# ---- block 1 ----
### The metal 2 layer, block 1

Scale bar: 20 µm.
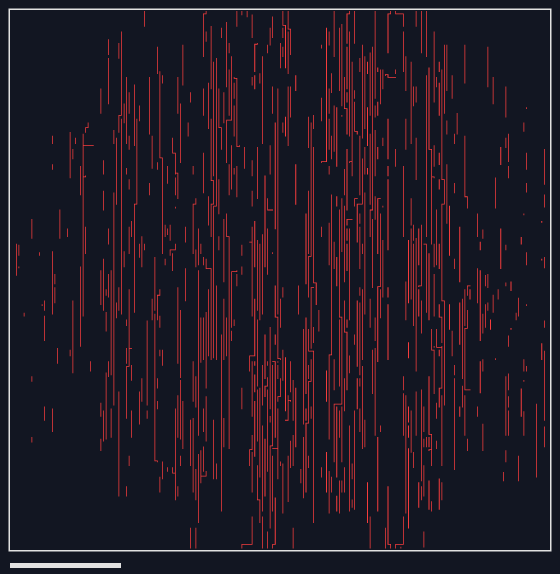

$ cat config.mk
export PLATFORM = sky130hd
export DESIGN_NAME = div_issue_stage
export DESIGN_NICKNAME = d
export VERILOG_FILES = /design/src/rtl/div_issue_stage.sv
export SDC_FILE = /design/constraint.sdc
export NUM_CORES = 1
export LEC_CHECK = 0
export CORE_MARGIN = 1
export CORE_UTILIZATION = 45
export DETAILED_ROUTE_END_ITERATION = 12
export PLACE_DENSITY = 0.7
export SLEW_MARGIN = 30
export SYNTH_ARGS = -nofsm -noshare
export SYNTH_HDL_FRONTEND = slang
export SYNTH_SLANG_ARGS = --single-unit
$ cat constraint.sdc
create_clock -name clk -period 3.32 [get_ports clk]
set_input_delay 0.664 -clock clk [delete_from_list [all_inputs] [get_ports clk]]
set_output_delay 0.664 -clock clk [all_outputs]
set_load 0.02 [all_outputs]
$ cat src/rtl/div_issue_stage.sv
// Operand FIFO and registered result stage around a combinational divider.
// Zero divisors never reach the divider; they are resolved locally.
module div_issue_stage #(
  parameter int WIDTH = 8,
  parameter int DEPTH = 4
) (
  input  logic                     clk,
  input  logic                     reset,
  input  logic                     in_valid,
  output logic                     in_ready,
  input  logic [WIDTH-1:0]         in_dividend,
  input  logic [WIDTH-1:0]         in_divisor,
  output logic [WIDTH-1:0]         div_dividend,
  output logic [WIDTH-1:0]         div_divisor,
  input  logic [WIDTH-1:0]         div_quotient,
  input  logic [WIDTH-1:0]         div_remainder,
  output logic                     out_valid,
  input  logic                     out_ready,
  output logic [WIDTH-1:0]         out_quotient,
  output logic [WIDTH-1:0]         out_remainder,
  output logic                     out_div_by_zero,
  output logic [$clog2(DEPTH):0]   fifo_count
);
  localparam int PW = $clog2(DEPTH);
  localparam int CW = PW + 1;

  logic [WIDTH-1:0] dvd_q [DEPTH];
  logic [WIDTH-1:0] dvd_d [DEPTH];
  logic [WIDTH-1:0] dvs_q [DEPTH];
  logic [WIDTH-1:0] dvs_d [DEPTH];
  logic [PW-1:0]    wr_ptr_q, wr_ptr_d;
  logic [PW-1:0]    rd_ptr_q, rd_ptr_d;
  logic [CW-1:0]    count_q, count_d;
  logic             out_valid_q, out_valid_d;
  logic [WIDTH-1:0] out_quotient_q, out_quotient_d;
  logic [WIDTH-1:0] out_remainder_q, out_remainder_d;
  logic             out_dbz_q, out_dbz_d;

  logic             push;
  logic             load;
  logic             not_empty;
  logic             head_zero;
  logic [WIDTH-1:0] head_dvd;
  logic [WIDTH-1:0] head_dvs;

  // in_ready looks only at the registered count, so a full FIFO stays closed
  // even in a cycle that pops.
  assign in_ready  = reset && (count_q < CW'(DEPTH));
  assign not_empty = (count_q != '0);
  assign head_dvd  = dvd_q[rd_ptr_q];
  assign head_dvs  = dvs_q[rd_ptr_q];
  assign head_zero = (head_dvs == '0);
  assign push      = in_valid && in_ready;
  assign load      = not_empty && (!out_valid_q || out_ready);

  assign div_dividend = not_empty ? head_dvd : '0;
  assign div_divisor  = (not_empty && !head_zero) ? head_dvs : WIDTH'(1);

  assign out_valid       = out_valid_q;
  assign out_quotient    = out_quotient_q;
  assign out_remainder   = out_remainder_q;
  assign out_div_by_zero = out_dbz_q;
  assign fifo_count      = count_q;

  always_comb begin
    dvd_d           = dvd_q;
    dvs_d           = dvs_q;
    wr_ptr_d        = wr_ptr_q;
    rd_ptr_d        = rd_ptr_q;
    count_d         = count_q + CW'(push) - CW'(load);
    out_valid_d     = out_valid_q;
    out_quotient_d  = out_quotient_q;
    out_remainder_d = out_remainder_q;
    out_dbz_d       = out_dbz_q;

    if (push) begin
      dvd_d[wr_ptr_q] = in_dividend;
      dvs_d[wr_ptr_q] = in_divisor;
      wr_ptr_d        = wr_ptr_q + PW'(1);
    end

    if (load) begin
      rd_ptr_d    = rd_ptr_q + PW'(1);
      out_valid_d = 1'b1;
      if (head_zero) begin
        out_quotient_d  = '1;
        out_remainder_d = head_dvd;
        out_dbz_d       = 1'b1;
      end else begin
        out_quotient_d  = div_quotient;
        out_remainder_d = div_remainder;
        out_dbz_d       = 1'b0;
      end
    end else if (out_valid_q && out_ready) begin
      out_valid_d = 1'b0;
    end
  end

  always_ff @(posedge clk or negedge reset) begin
    if (!reset) begin
      for (int i = 0; i < DEPTH; i++) begin
        dvd_q[i] <= '0;
        dvs_q[i] <= '0;
      end
      wr_ptr_q        <= '0;
      rd_ptr_q        <= '0;
      count_q         <= '0;
      out_valid_q     <= 1'b0;
      out_quotient_q  <= '0;
      out_remainder_q <= '0;
      out_dbz_q       <= 1'b0;
    end else begin
      dvd_q           <= dvd_d;
      dvs_q           <= dvs_d;
      wr_ptr_q        <= wr_ptr_d;
      rd_ptr_q        <= rd_ptr_d;
      count_q         <= count_d;
      out_valid_q     <= out_valid_d;
      out_quotient_q  <= out_quotient_d;
      out_remainder_q <= out_remainder_d;
      out_dbz_q       <= out_dbz_d;
    end
  end
endmodule

# ---- block 2 ----
===== src/rtl/mem_pkg.sv =====
`default_nettype none
// mem_pkg: shared defaults, depth constant and controller state type for mem_responder.
package mem_pkg;

  localparam int ADDR_W_DEFAULT = 4;
  localparam int DATA_W_DEFAULT = 8;
  localparam int DEPTH          = 2 ** ADDR_W_DEFAULT;

  typedef enum logic [0:0] {
    ST_CLEAR = 1'b0,
    ST_READY = 1'b1
  } state_e;

endpackage
`default_nettype wire


===== src/rtl/mem_array.sv =====
`default_nettype none
// mem_array: 2**ADDR_W x DATA_W storage, one synchronous write port, one asynchronous read port, no reset.
module mem_array #(
  parameter int ADDR_W = 4,
  parameter int DATA_W = 8
) (
  input  logic              clk,
  input  logic              we,
  input  logic [ADDR_W-1:0] waddr,
  input  logic [DATA_W-1:0] wdata,
  input  logic [ADDR_W-1:0] raddr,
  output logic [DATA_W-1:0] rdata
);

  logic [DATA_W-1:0] mem [2**ADDR_W];

  always_ff @(posedge clk) begin
    if (we) begin
      mem[waddr] <= wdata;
    end
  end

  assign rdata = mem[raddr];

endmodule
`default_nettype wire


===== src/rtl/mem_responder.sv =====
`default_nettype none
// mem_responder: zero-fills the array after reset, then serves 1-cycle-latency reads and writes.
// MEM_RDW_NEW_EN: when defined, a simultaneous read+write returns the new data instead of the old word.
module mem_responder
  import mem_pkg::*;
#(
  parameter int ADDR_W = ADDR_W_DEFAULT,
  parameter int DATA_W = DATA_W_DEFAULT
) (
  input  logic              clk,
  input  logic              rst_n,
  input  logic              wr_enable,
  input  logic              rd_enable,
  input  logic [ADDR_W-1:0] addr,
  input  logic [DATA_W-1:0] data_in,
  output logic [DATA_W-1:0] data_out,
  output logic              rd_valid,
  output logic              busy,
  output logic              req_err
);

  localparam int                DEPTH_L   = 2 ** ADDR_W;
  localparam logic [ADDR_W-1:0] LAST_ADDR = ADDR_W'(DEPTH_L - 1);

  state_e            state_q, state_d;
  logic [ADDR_W-1:0] clr_cnt_q, clr_cnt_d;
  logic [DATA_W-1:0] data_out_q, data_out_d;
  logic              rd_valid_q, rd_valid_d;
  logic              busy_q, busy_d;
  logic              req_err_q, req_err_d;

  logic              mem_we;
  logic [ADDR_W-1:0] mem_waddr;
  logic [DATA_W-1:0] mem_wdata;
  logic [DATA_W-1:0] mem_rdata;

  mem_array #(
    .ADDR_W (ADDR_W),
    .DATA_W (DATA_W)
  ) u_mem_array (
    .clk   (clk),
    .we    (mem_we),
    .waddr (mem_waddr),
    .wdata (mem_wdata),
    .raddr (addr),
    .rdata (mem_rdata)
  );

  always_comb begin
    state_d    = state_q;
    clr_cnt_d  = clr_cnt_q;
    busy_d     = busy_q;
    data_out_d = data_out_q;
    rd_valid_d = 1'b0;
    req_err_d  = 1'b0;
    mem_we     = 1'b0;
    mem_waddr  = addr;
    mem_wdata  = data_in;

    if (state_q == ST_CLEAR) begin
      mem_we    = 1'b1;
      mem_waddr = clr_cnt_q;
      mem_wdata = '0;
      req_err_d = wr_enable | rd_enable;
      clr_cnt_d = clr_cnt_q + 1'b1;
      if (clr_cnt_q == LAST_ADDR) begin
        state_d = ST_READY;
        busy_d  = 1'b0;
      end
    end else begin
      mem_we = wr_enable;
      if (rd_enable) begin
        rd_valid_d = 1'b1;
`ifdef MEM_RDW_NEW_EN
        data_out_d = wr_enable ? data_in : mem_rdata;
`else
        // Async read port still shows the pre-edge word during a same-cycle write.
        data_out_d = mem_rdata;
`endif
      end
    end

    // The array has no reset of its own, so block all writes while reset is held.
    if (!rst_n) begin
      mem_we = 1'b0;
    end
  end

  always_ff @(posedge clk) begin
    if (!rst_n) begin
      state_q    <= ST_CLEAR;
      clr_cnt_q  <= '0;
      busy_q     <= 1'b1;
      data_out_q <= '0;
      rd_valid_q <= 1'b0;
      req_err_q  <= 1'b0;
    end else begin
      state_q    <= state_d;
      clr_cnt_q  <= clr_cnt_d;
      busy_q     <= busy_d;
      data_out_q <= data_out_d;
      rd_valid_q <= rd_valid_d;
      req_err_q  <= req_err_d;
    end
  end

  assign data_out = data_out_q;
  assign rd_valid = rd_valid_q;
  assign busy     = busy_q;
  assign req_err  = req_err_q;

endmodule
`default_nettype wire

===== config.mk =====
export PLATFORM = sky130hd
export DESIGN_NAME = mem_responder
export DESIGN_NICKNAME = d
export VERILOG_FILES = /design/src/rtl/mem_pkg.sv /design/src/rtl/mem_array.sv /design/src/rtl/mem_responder.sv
export SDC_FILE = /design/constraint.sdc
export NUM_CORES = 1
export LEC_CHECK = 0
export CAP_MARGIN = 20
export CORE_ASPECT_RATIO = 1.25
export CORE_MARGIN = 4
export CORE_UTILIZATION = 50
export CTS_BUF_LIST = sky130_fd_sc_hd__clkbuf_2 sky130_fd_sc_hd__clkbuf_4 sky130_fd_sc_hd__clkbuf_8
export DETAILED_ROUTE_END_ITERATION = 8
export GPL_TIMING_DRIVEN = 0
export PLACE_DENSITY = 0.69
export SYNTH_ARGS = -nofsm -noshare
export SYNTH_HDL_FRONTEND = slang
export SYNTH_SLANG_ARGS = --single-unit

===== constraint.sdc =====
create_clock -name clk -period 2.19 [get_ports clk]
set_input_delay 0.438 -clock clk [delete_from_list [all_inputs] [get_ports clk]]
set_output_delay 0.438 -clock clk [all_outputs]
set_load 0.01 [all_outputs]

# ---- block 3 ----
<file path="config.mk">
export PLATFORM = sky130hd
export DESIGN_NAME = spi_slave
export DESIGN_NICKNAME = d
export VERILOG_FILES = /design/src/rtl/spi_slave.sv
export SDC_FILE = /design/constraint.sdc
export NUM_CORES = 1
export LEC_CHECK = 0
export CORE_UTILIZATION = 40
export CTS_CLUSTER_DIAMETER = 120
export CTS_CLUSTER_SIZE = 12
export DETAILED_ROUTE_END_ITERATION = 10
export PLACE_DENSITY = 0.68
export SYNTH_ARGS = -nofsm -noshare
export SYNTH_HDL_FRONTEND = slang
export SYNTH_SLANG_ARGS = --single-unit
</file>
<file path="constraint.sdc">
create_clock -name sysclk -period 1.7 [get_ports sysclk]
set_input_delay 0.17 -clock sysclk [delete_from_list [all_inputs] [get_ports sysclk]]
set_output_delay 0.17 -clock sysclk [all_outputs]
set_load 0.005 [all_outputs]
</file>
<file path="src/rtl/spi_slave.sv">
// Byte-oriented SPI target: synchronises sck/ss/mosi onto sysclk and exchanges 8-bit frames
// in any CPOL/CPHA mode. Define SPI_SLAVE_LSB_FIRST_EN for LSB-first frames.
module spi_slave #(
  parameter int SYNC_STAGES = 2  // legal range 2..3
) (
  input  logic       sysclk,
  input  logic       nreset,
  input  logic       enable,
  input  logic       cpol,
  input  logic       cpha,
  input  logic       sck,
  input  logic       ss,
  input  logic       mosi,
  output logic       miso,
  output logic       miso_oe,
  input  logic [7:0] tx_data_reg,
  input  logic       tx_reg_we,
  output logic       tx_reg_empty,
  output logic [7:0] rx_data_reg,
  output logic       rx_data_ready,
  input  logic       rx_reg_re,
  input  logic       clear_error,
  output logic       rx_error,
  output logic       tx_underrun,
  output logic       frame_error,
  output logic       busy
);

  typedef enum logic [1:0] {IDLE, ACTIVE, FLUSH} state_t;

  state_t                 state_q, state_d;
  logic [SYNC_STAGES-1:0] sck_sync_q, sck_sync_d;
  logic [SYNC_STAGES-1:0] ss_sync_q, ss_sync_d;
  logic [SYNC_STAGES-1:0] mosi_sync_q, mosi_sync_d;
  logic                   sck_d1_q, sck_d1_d;
  logic                   ss_d1_q, ss_d1_d;
  logic [7:0]             tx_sr_q, tx_sr_d;
  logic [7:0]             rx_sr_q, rx_sr_d;
  logic [2:0]             bit_cnt_q, bit_cnt_d;
  logic [7:0]             hold_q, hold_d;
  logic                   empty_q, empty_d;
  logic [7:0]             rx_data_q, rx_data_d;
  logic                   rx_ready_q, rx_ready_d;
  logic                   rx_err_q, rx_err_d;
  logic                   underrun_q, underrun_d;
  logic                   frame_err_q, frame_err_d;
  logic                   miso_q, miso_d;

  logic       sck_s, ss_s, mosi_s;
  logic       leading, trailing, sample_edge, shift_edge;
  logic       ss_fall, ss_rise;
  logic       load, byte_done;
  logic [7:0] rx_next, tx_shifted;
  logic       tx_out_bit;

  assign sck_s  = sck_sync_q[SYNC_STAGES-1];
  assign ss_s   = ss_sync_q[SYNC_STAGES-1];
  assign mosi_s = mosi_sync_q[SYNC_STAGES-1];

  // Leading edge leaves the idle level, trailing edge returns to it.
  assign leading     = (sck_d1_q == cpol) && (sck_s != cpol);
  assign trailing    = (sck_d1_q != cpol) && (sck_s == cpol);
  assign sample_edge = cpha ? trailing : leading;
  assign shift_edge  = cpha ? leading : trailing;
  assign ss_fall     = ss_d1_q && !ss_s;
  assign ss_rise     = !ss_d1_q && ss_s;

`ifdef SPI_SLAVE_LSB_FIRST_EN
  assign rx_next    = {mosi_s, rx_sr_q[7:1]};
  assign tx_shifted = {1'b0, tx_sr_q[7:1]};
  assign tx_out_bit = tx_sr_q[0];
`else
  assign rx_next    = {rx_sr_q[6:0], mosi_s};
  assign tx_shifted = {tx_sr_q[6:0], 1'b0};
  assign tx_out_bit = tx_sr_q[7];
`endif

  always_comb begin
    state_d     = state_q;
    sck_sync_d  = {sck_sync_q[SYNC_STAGES-2:0], sck};
    ss_sync_d   = {ss_sync_q[SYNC_STAGES-2:0], ss};
    mosi_sync_d = {mosi_sync_q[SYNC_STAGES-2:0], mosi};
    sck_d1_d    = sck_s;
    ss_d1_d     = ss_s;
    tx_sr_d     = tx_sr_q;
    rx_sr_d     = rx_sr_q;
    bit_cnt_d   = bit_cnt_q;
    hold_d      = hold_q;
    empty_d     = empty_q;
    rx_data_d   = rx_data_q;
    rx_ready_d  = rx_ready_q;
    rx_err_d    = rx_err_q;
    underrun_d  = underrun_q;
    frame_err_d = frame_err_q;
    miso_d      = tx_out_bit;
    load        = 1'b0;
    byte_done   = 1'b0;

    // Clears are applied first so that any set event below wins.
    if (clear_error) begin
      rx_err_d    = 1'b0;
      underrun_d  = 1'b0;
      frame_err_d = 1'b0;
    end
    if (rx_reg_re) rx_ready_d = 1'b0;

    case (state_q)
      IDLE: begin
        if (enable && ss_fall) begin
          state_d   = ACTIVE;
          bit_cnt_d = 3'd0;
          load      = 1'b1;
        end
      end
      ACTIVE: begin
        if (!enable || ss_rise) begin
          state_d = FLUSH;
        end else if (sample_edge) begin
          rx_sr_d   = rx_next;
          bit_cnt_d = bit_cnt_q + 3'd1;
          if (bit_cnt_q == 3'd7) begin
            byte_done = 1'b1;
            load      = 1'b1;
            rx_data_d = rx_next;
          end
        end else if (shift_edge && bit_cnt_q != 3'd0) begin
          // bit_cnt==0 marks the cpha=1 first edge or the edge after the 8th sample.
          tx_sr_d = tx_shifted;
        end
      end
      FLUSH: begin
        if (bit_cnt_q != 3'd0) frame_err_d = 1'b1;
        bit_cnt_d = 3'd0;
        state_d   = IDLE;
      end
      default: state_d = IDLE;
    endcase

    if (byte_done) begin
      if (rx_ready_q && !rx_reg_re) rx_err_d = 1'b1;
      rx_ready_d = 1'b1;
    end

    // Reload takes the old holding contents; a same-cycle write is kept for the next reload.
    if (load) begin
      if (empty_q) begin
        tx_sr_d    = 8'h00;
        underrun_d = 1'b1;
      end else begin
        tx_sr_d = hold_q;
      end
      empty_d = 1'b1;
    end
    if (tx_reg_we) begin
      hold_d  = tx_data_reg;
      empty_d = 1'b0;
    end
  end

  always_ff @(posedge sysclk or negedge nreset) begin
    if (!nreset) begin
      state_q     <= IDLE;
      sck_sync_q  <= '0;
      ss_sync_q   <= '1;
      mosi_sync_q <= '0;
      sck_d1_q    <= 1'b0;
      ss_d1_q     <= 1'b1;
      tx_sr_q     <= 8'h00;
      rx_sr_q     <= 8'h00;
      bit_cnt_q   <= 3'd0;
      hold_q      <= 8'h00;
      empty_q     <= 1'b1;
      rx_data_q   <= 8'h00;
      rx_ready_q  <= 1'b0;
      rx_err_q    <= 1'b0;
      underrun_q  <= 1'b0;
      frame_err_q <= 1'b0;
      miso_q      <= 1'b0;
    end else begin
      state_q     <= state_d;
      sck_sync_q  <= sck_sync_d;
      ss_sync_q   <= ss_sync_d;
      mosi_sync_q <= mosi_sync_d;
      sck_d1_q    <= sck_d1_d;
      ss_d1_q     <= ss_d1_d;
      tx_sr_q     <= tx_sr_d;
      rx_sr_q     <= rx_sr_d;
      bit_cnt_q   <= bit_cnt_d;
      hold_q      <= hold_d;
      empty_q     <= empty_d;
      rx_data_q   <= rx_data_d;
      rx_ready_q  <= rx_ready_d;
      rx_err_q    <= rx_err_d;
      underrun_q  <= underrun_d;
      frame_err_q <= frame_err_d;
      miso_q      <= miso_d;
    end
  end

  assign miso          = miso_q;
  assign miso_oe       = (state_q == ACTIVE);
  assign busy          = (state_q != IDLE);
  assign tx_reg_empty  = empty_q;
  assign rx_data_reg   = rx_data_q;
  assign rx_data_ready = rx_ready_q;
  assign rx_error      = rx_err_q;
  assign tx_underrun   = underrun_q;
  assign frame_error   = frame_err_q;

endmodule

</file>
### The metal 3 layer, block 1

Scale bar: 20 µm.
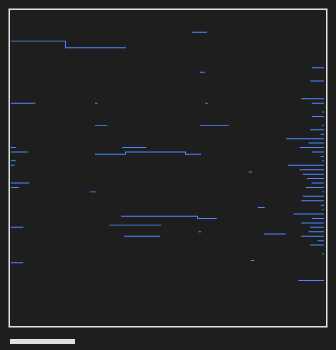
The longest straight run is 23.2 µm. 52 nets have wire on it. The layer carries 345 µm of wire. The layer holds 3.9% of the routed length.
met3 Use GR: 3.68%
via count: 2639
final WL: 8.85 mm

### Signal wires on met1, block 1

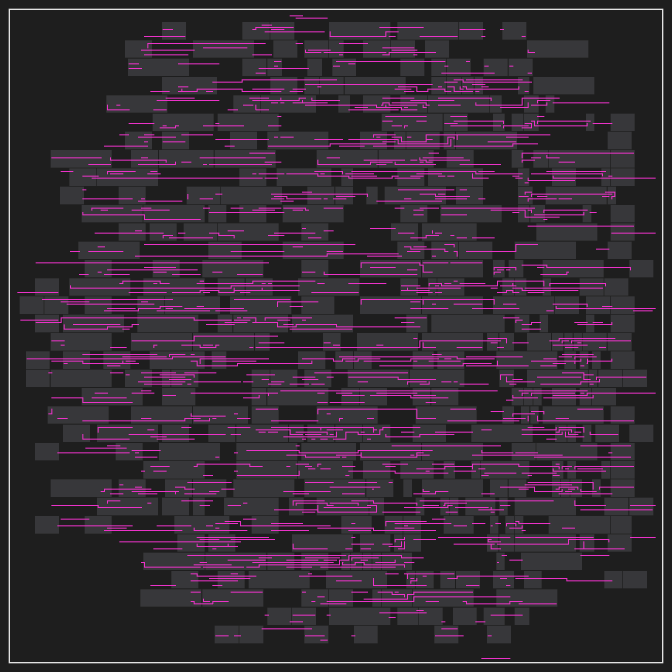
368 nets have wire on it. The layer carries 4110 µm of wire. The layer holds 46% of the routed length.

About 'The metal 2 layer' of block 1:
371 nets have wire on it. The longest straight run is 40.5 µm. The layer carries 4230 µm of wire. The wires run mostly vertical.

==> results.txt, block 1 <==
Routability congestion estimate - 0.756
Clock power share - 13.1%
Chip Area, Yosys - 4060 µm²
Status - completed
Post-CTS repair timing setup buffer count - 1
Routed Antenna Nets - 0
Class of the most critical hold timing path - input pin to async pin
Ports - 74
Largest net degree at the start of global routing - 62
Combinational share of power - 53.0%
Worst-path fanout max - 12
Non-filler instance count after layout - 493
Dominant flop cell - dfrtp_1
Unrepaired setup endpoints after global routing - no
First-pass detailed-route iteration total - 4
Register area - 2230 µm²
Non-clk invs - 7
## block 1: power by group through the flow
stage / clock network (mW) / registers [mW] / logic [mW]
floorplan: 0 / 1.97 / 1.79
global placement: 0 / 1.90 / 2.92
detailed placement: 0 / 1.93 / 2.99
CTS: 0.753 / 1.91 / 3.02
global route: 0.805 / 1.98 / 3.20
finish: 0.741 / 1.91 / 3.00
## block 1: flip-flops by register name (all words and copies together) (netlist names), 2 cells and up
signal	count
rd_ptr_q	2
out_remainder	8
out_quotient	8
dvd_q	32
fifo_count	3
dvs_q	32
wr_ptr_q	2
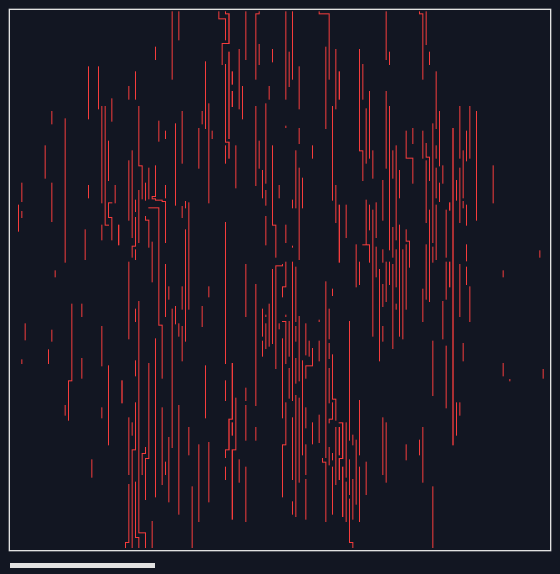
*The metal 2 layer, block 3*
Scale bar: 20 µm.
The longest straight run is 43.5 µm. 204 nets have wire on it. The layer holds 50% of the routed length.

==> results.txt, block 3 <==
Final slew viol count - 0
Met2 WL - 1.95 mm
Met3 Use GR - 4.47%
Hold WS - 0.294 ns
Clock power share - 30.4%
Vias in the first global route - 1360
Max Cap Violations - 0
Status - completed
R2R Setup Slk - 0.02 ns
Top sig layer - met4
Critical path class - register to register
Yosys Instances - 161
Crit path max-delay family - flip-flops
Area growth, synth to finish - 33.1%
Top cells excl fill/tap - dfrtp_1 (46), clkdlybuf4s50_1 (32), mux2_2 (30)
Final Cell Area - 2780 µm²
Dominant comb cell - multiplexers
Initial drt markers - 26
Sequential share of power - 52.1%
Initial antenna violation count - 0
Slowest-stage cell, CP - dfrtp_1
Core Footprint - 4880 µm²
Die W - 74.3 µm
[block 3: cell type report]
class                           instances  area [µm²]
Clock buffer                            6        72.6
Clock inverter                          2        38.8
Fill cell                             420        2100
Inverter                                8        30.0
Multi-Input combinational cell         98         823
Sequential cell                        50        1260
Tap cell                               67        83.8
Timing Repair Buffer                   51         478
[block 3: power by group through the flow]
stage	combinational (mW)	sequential, mW	clock [mW]
2_1_floorplan	0.229	1.39	0
3_3_place_gp	0.394	1.40	0
3_5_place_dp	0.414	1.41	0
4_1_cts	0.437	1.39	0.845
5_1_grt	0.522	1.42	0.901
6_report	0.470	1.40	0.819
### Signal wires on met1, block 2

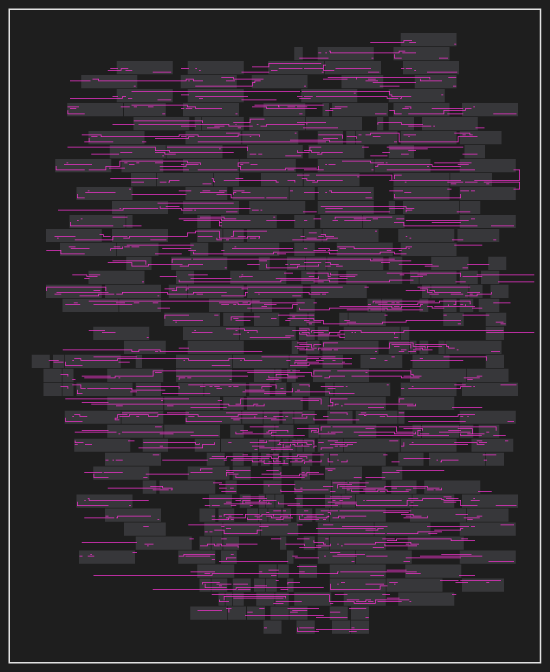
The layer carries 4560 µm of wire. 343 nets have wire on it.

==> results.txt, block 2 <==
Cells on worst reg2reg path - 5
Simple Share, Synth - 5.30%
Unrepaired setup endpoints after global routing - yes
Library cells used by synthesis - 35
Post-route DRC - 0
Net count after synthesis - 317
Placed Area - 6060 µm²
Status - complete, but fails checks
Clk. pwr - 2.26 mW
Die W - 103 µm
Combinational Gates - 138
Core Footprint - 11100 µm²
Final hold violations - 0
Tool warnings - 28
Hold WS - 0.441 ns
Critical path class - input pin to register
Compound Share, Synth - 2.92%
Count of non-CTS buffers in the layout - 39
Area growth, synth to finish - 17.2%
CP endpoint - u_mem_array.mem[3][0]
Clkbuf count - 18
GR peak layer - met2
Synth Seq Share - 73.7%
Setup violations, final - 16
Final WL - 10.9 mm
Total power - 5.53 mW
Core Rows - 43
Global route total overflow - 0
HP Start - busy
Hold EP - busy
Mapped Cells - 300
Clock-cell share of area - 6.58%
Sequential cell area share - 62.9%
Final worst-path setup slack - -0.0341 ns
Routed Antenna Nets - 0
Failing checks - setup timing
Mapped Area - 5650 µm²
Vias in the first global route - 2968
## block 2: sequential cells by signal, summed over array words and instances, names as in the netlist
signal and count:
busy 1, clr_cnt_q 4, data_out 8, rd_valid 1
req_err 1, state_q 1, u_mem_array.mem 128
## block 2: metrics by stage
stage / setup TNS, ns / utilization (%)
2_1_floorplan: 0 / -
3_3_place_gp: -82.35 / 54.6
3_5_place_dp: -86.42 / 54.6
4_1_cts: -4.06 / 59.2
5_1_grt: -2.23 / 59.7
6_report: -0.460 / 59.7


==> screenshots <==
Clock nets.
(a)
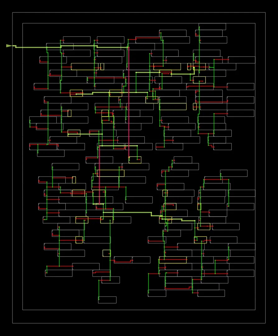
(b)
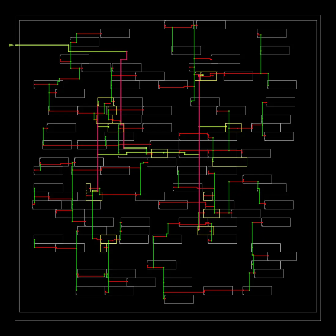
(c)
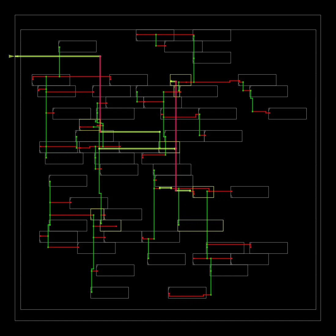
| from | picture |
|---|---|
| block 2 | (a) |
| block 1 | (b) |
| block 3 | (c) |
The one with the fewest clock buffers is (c).

Power is estimated from default activity; no workload was simulated.
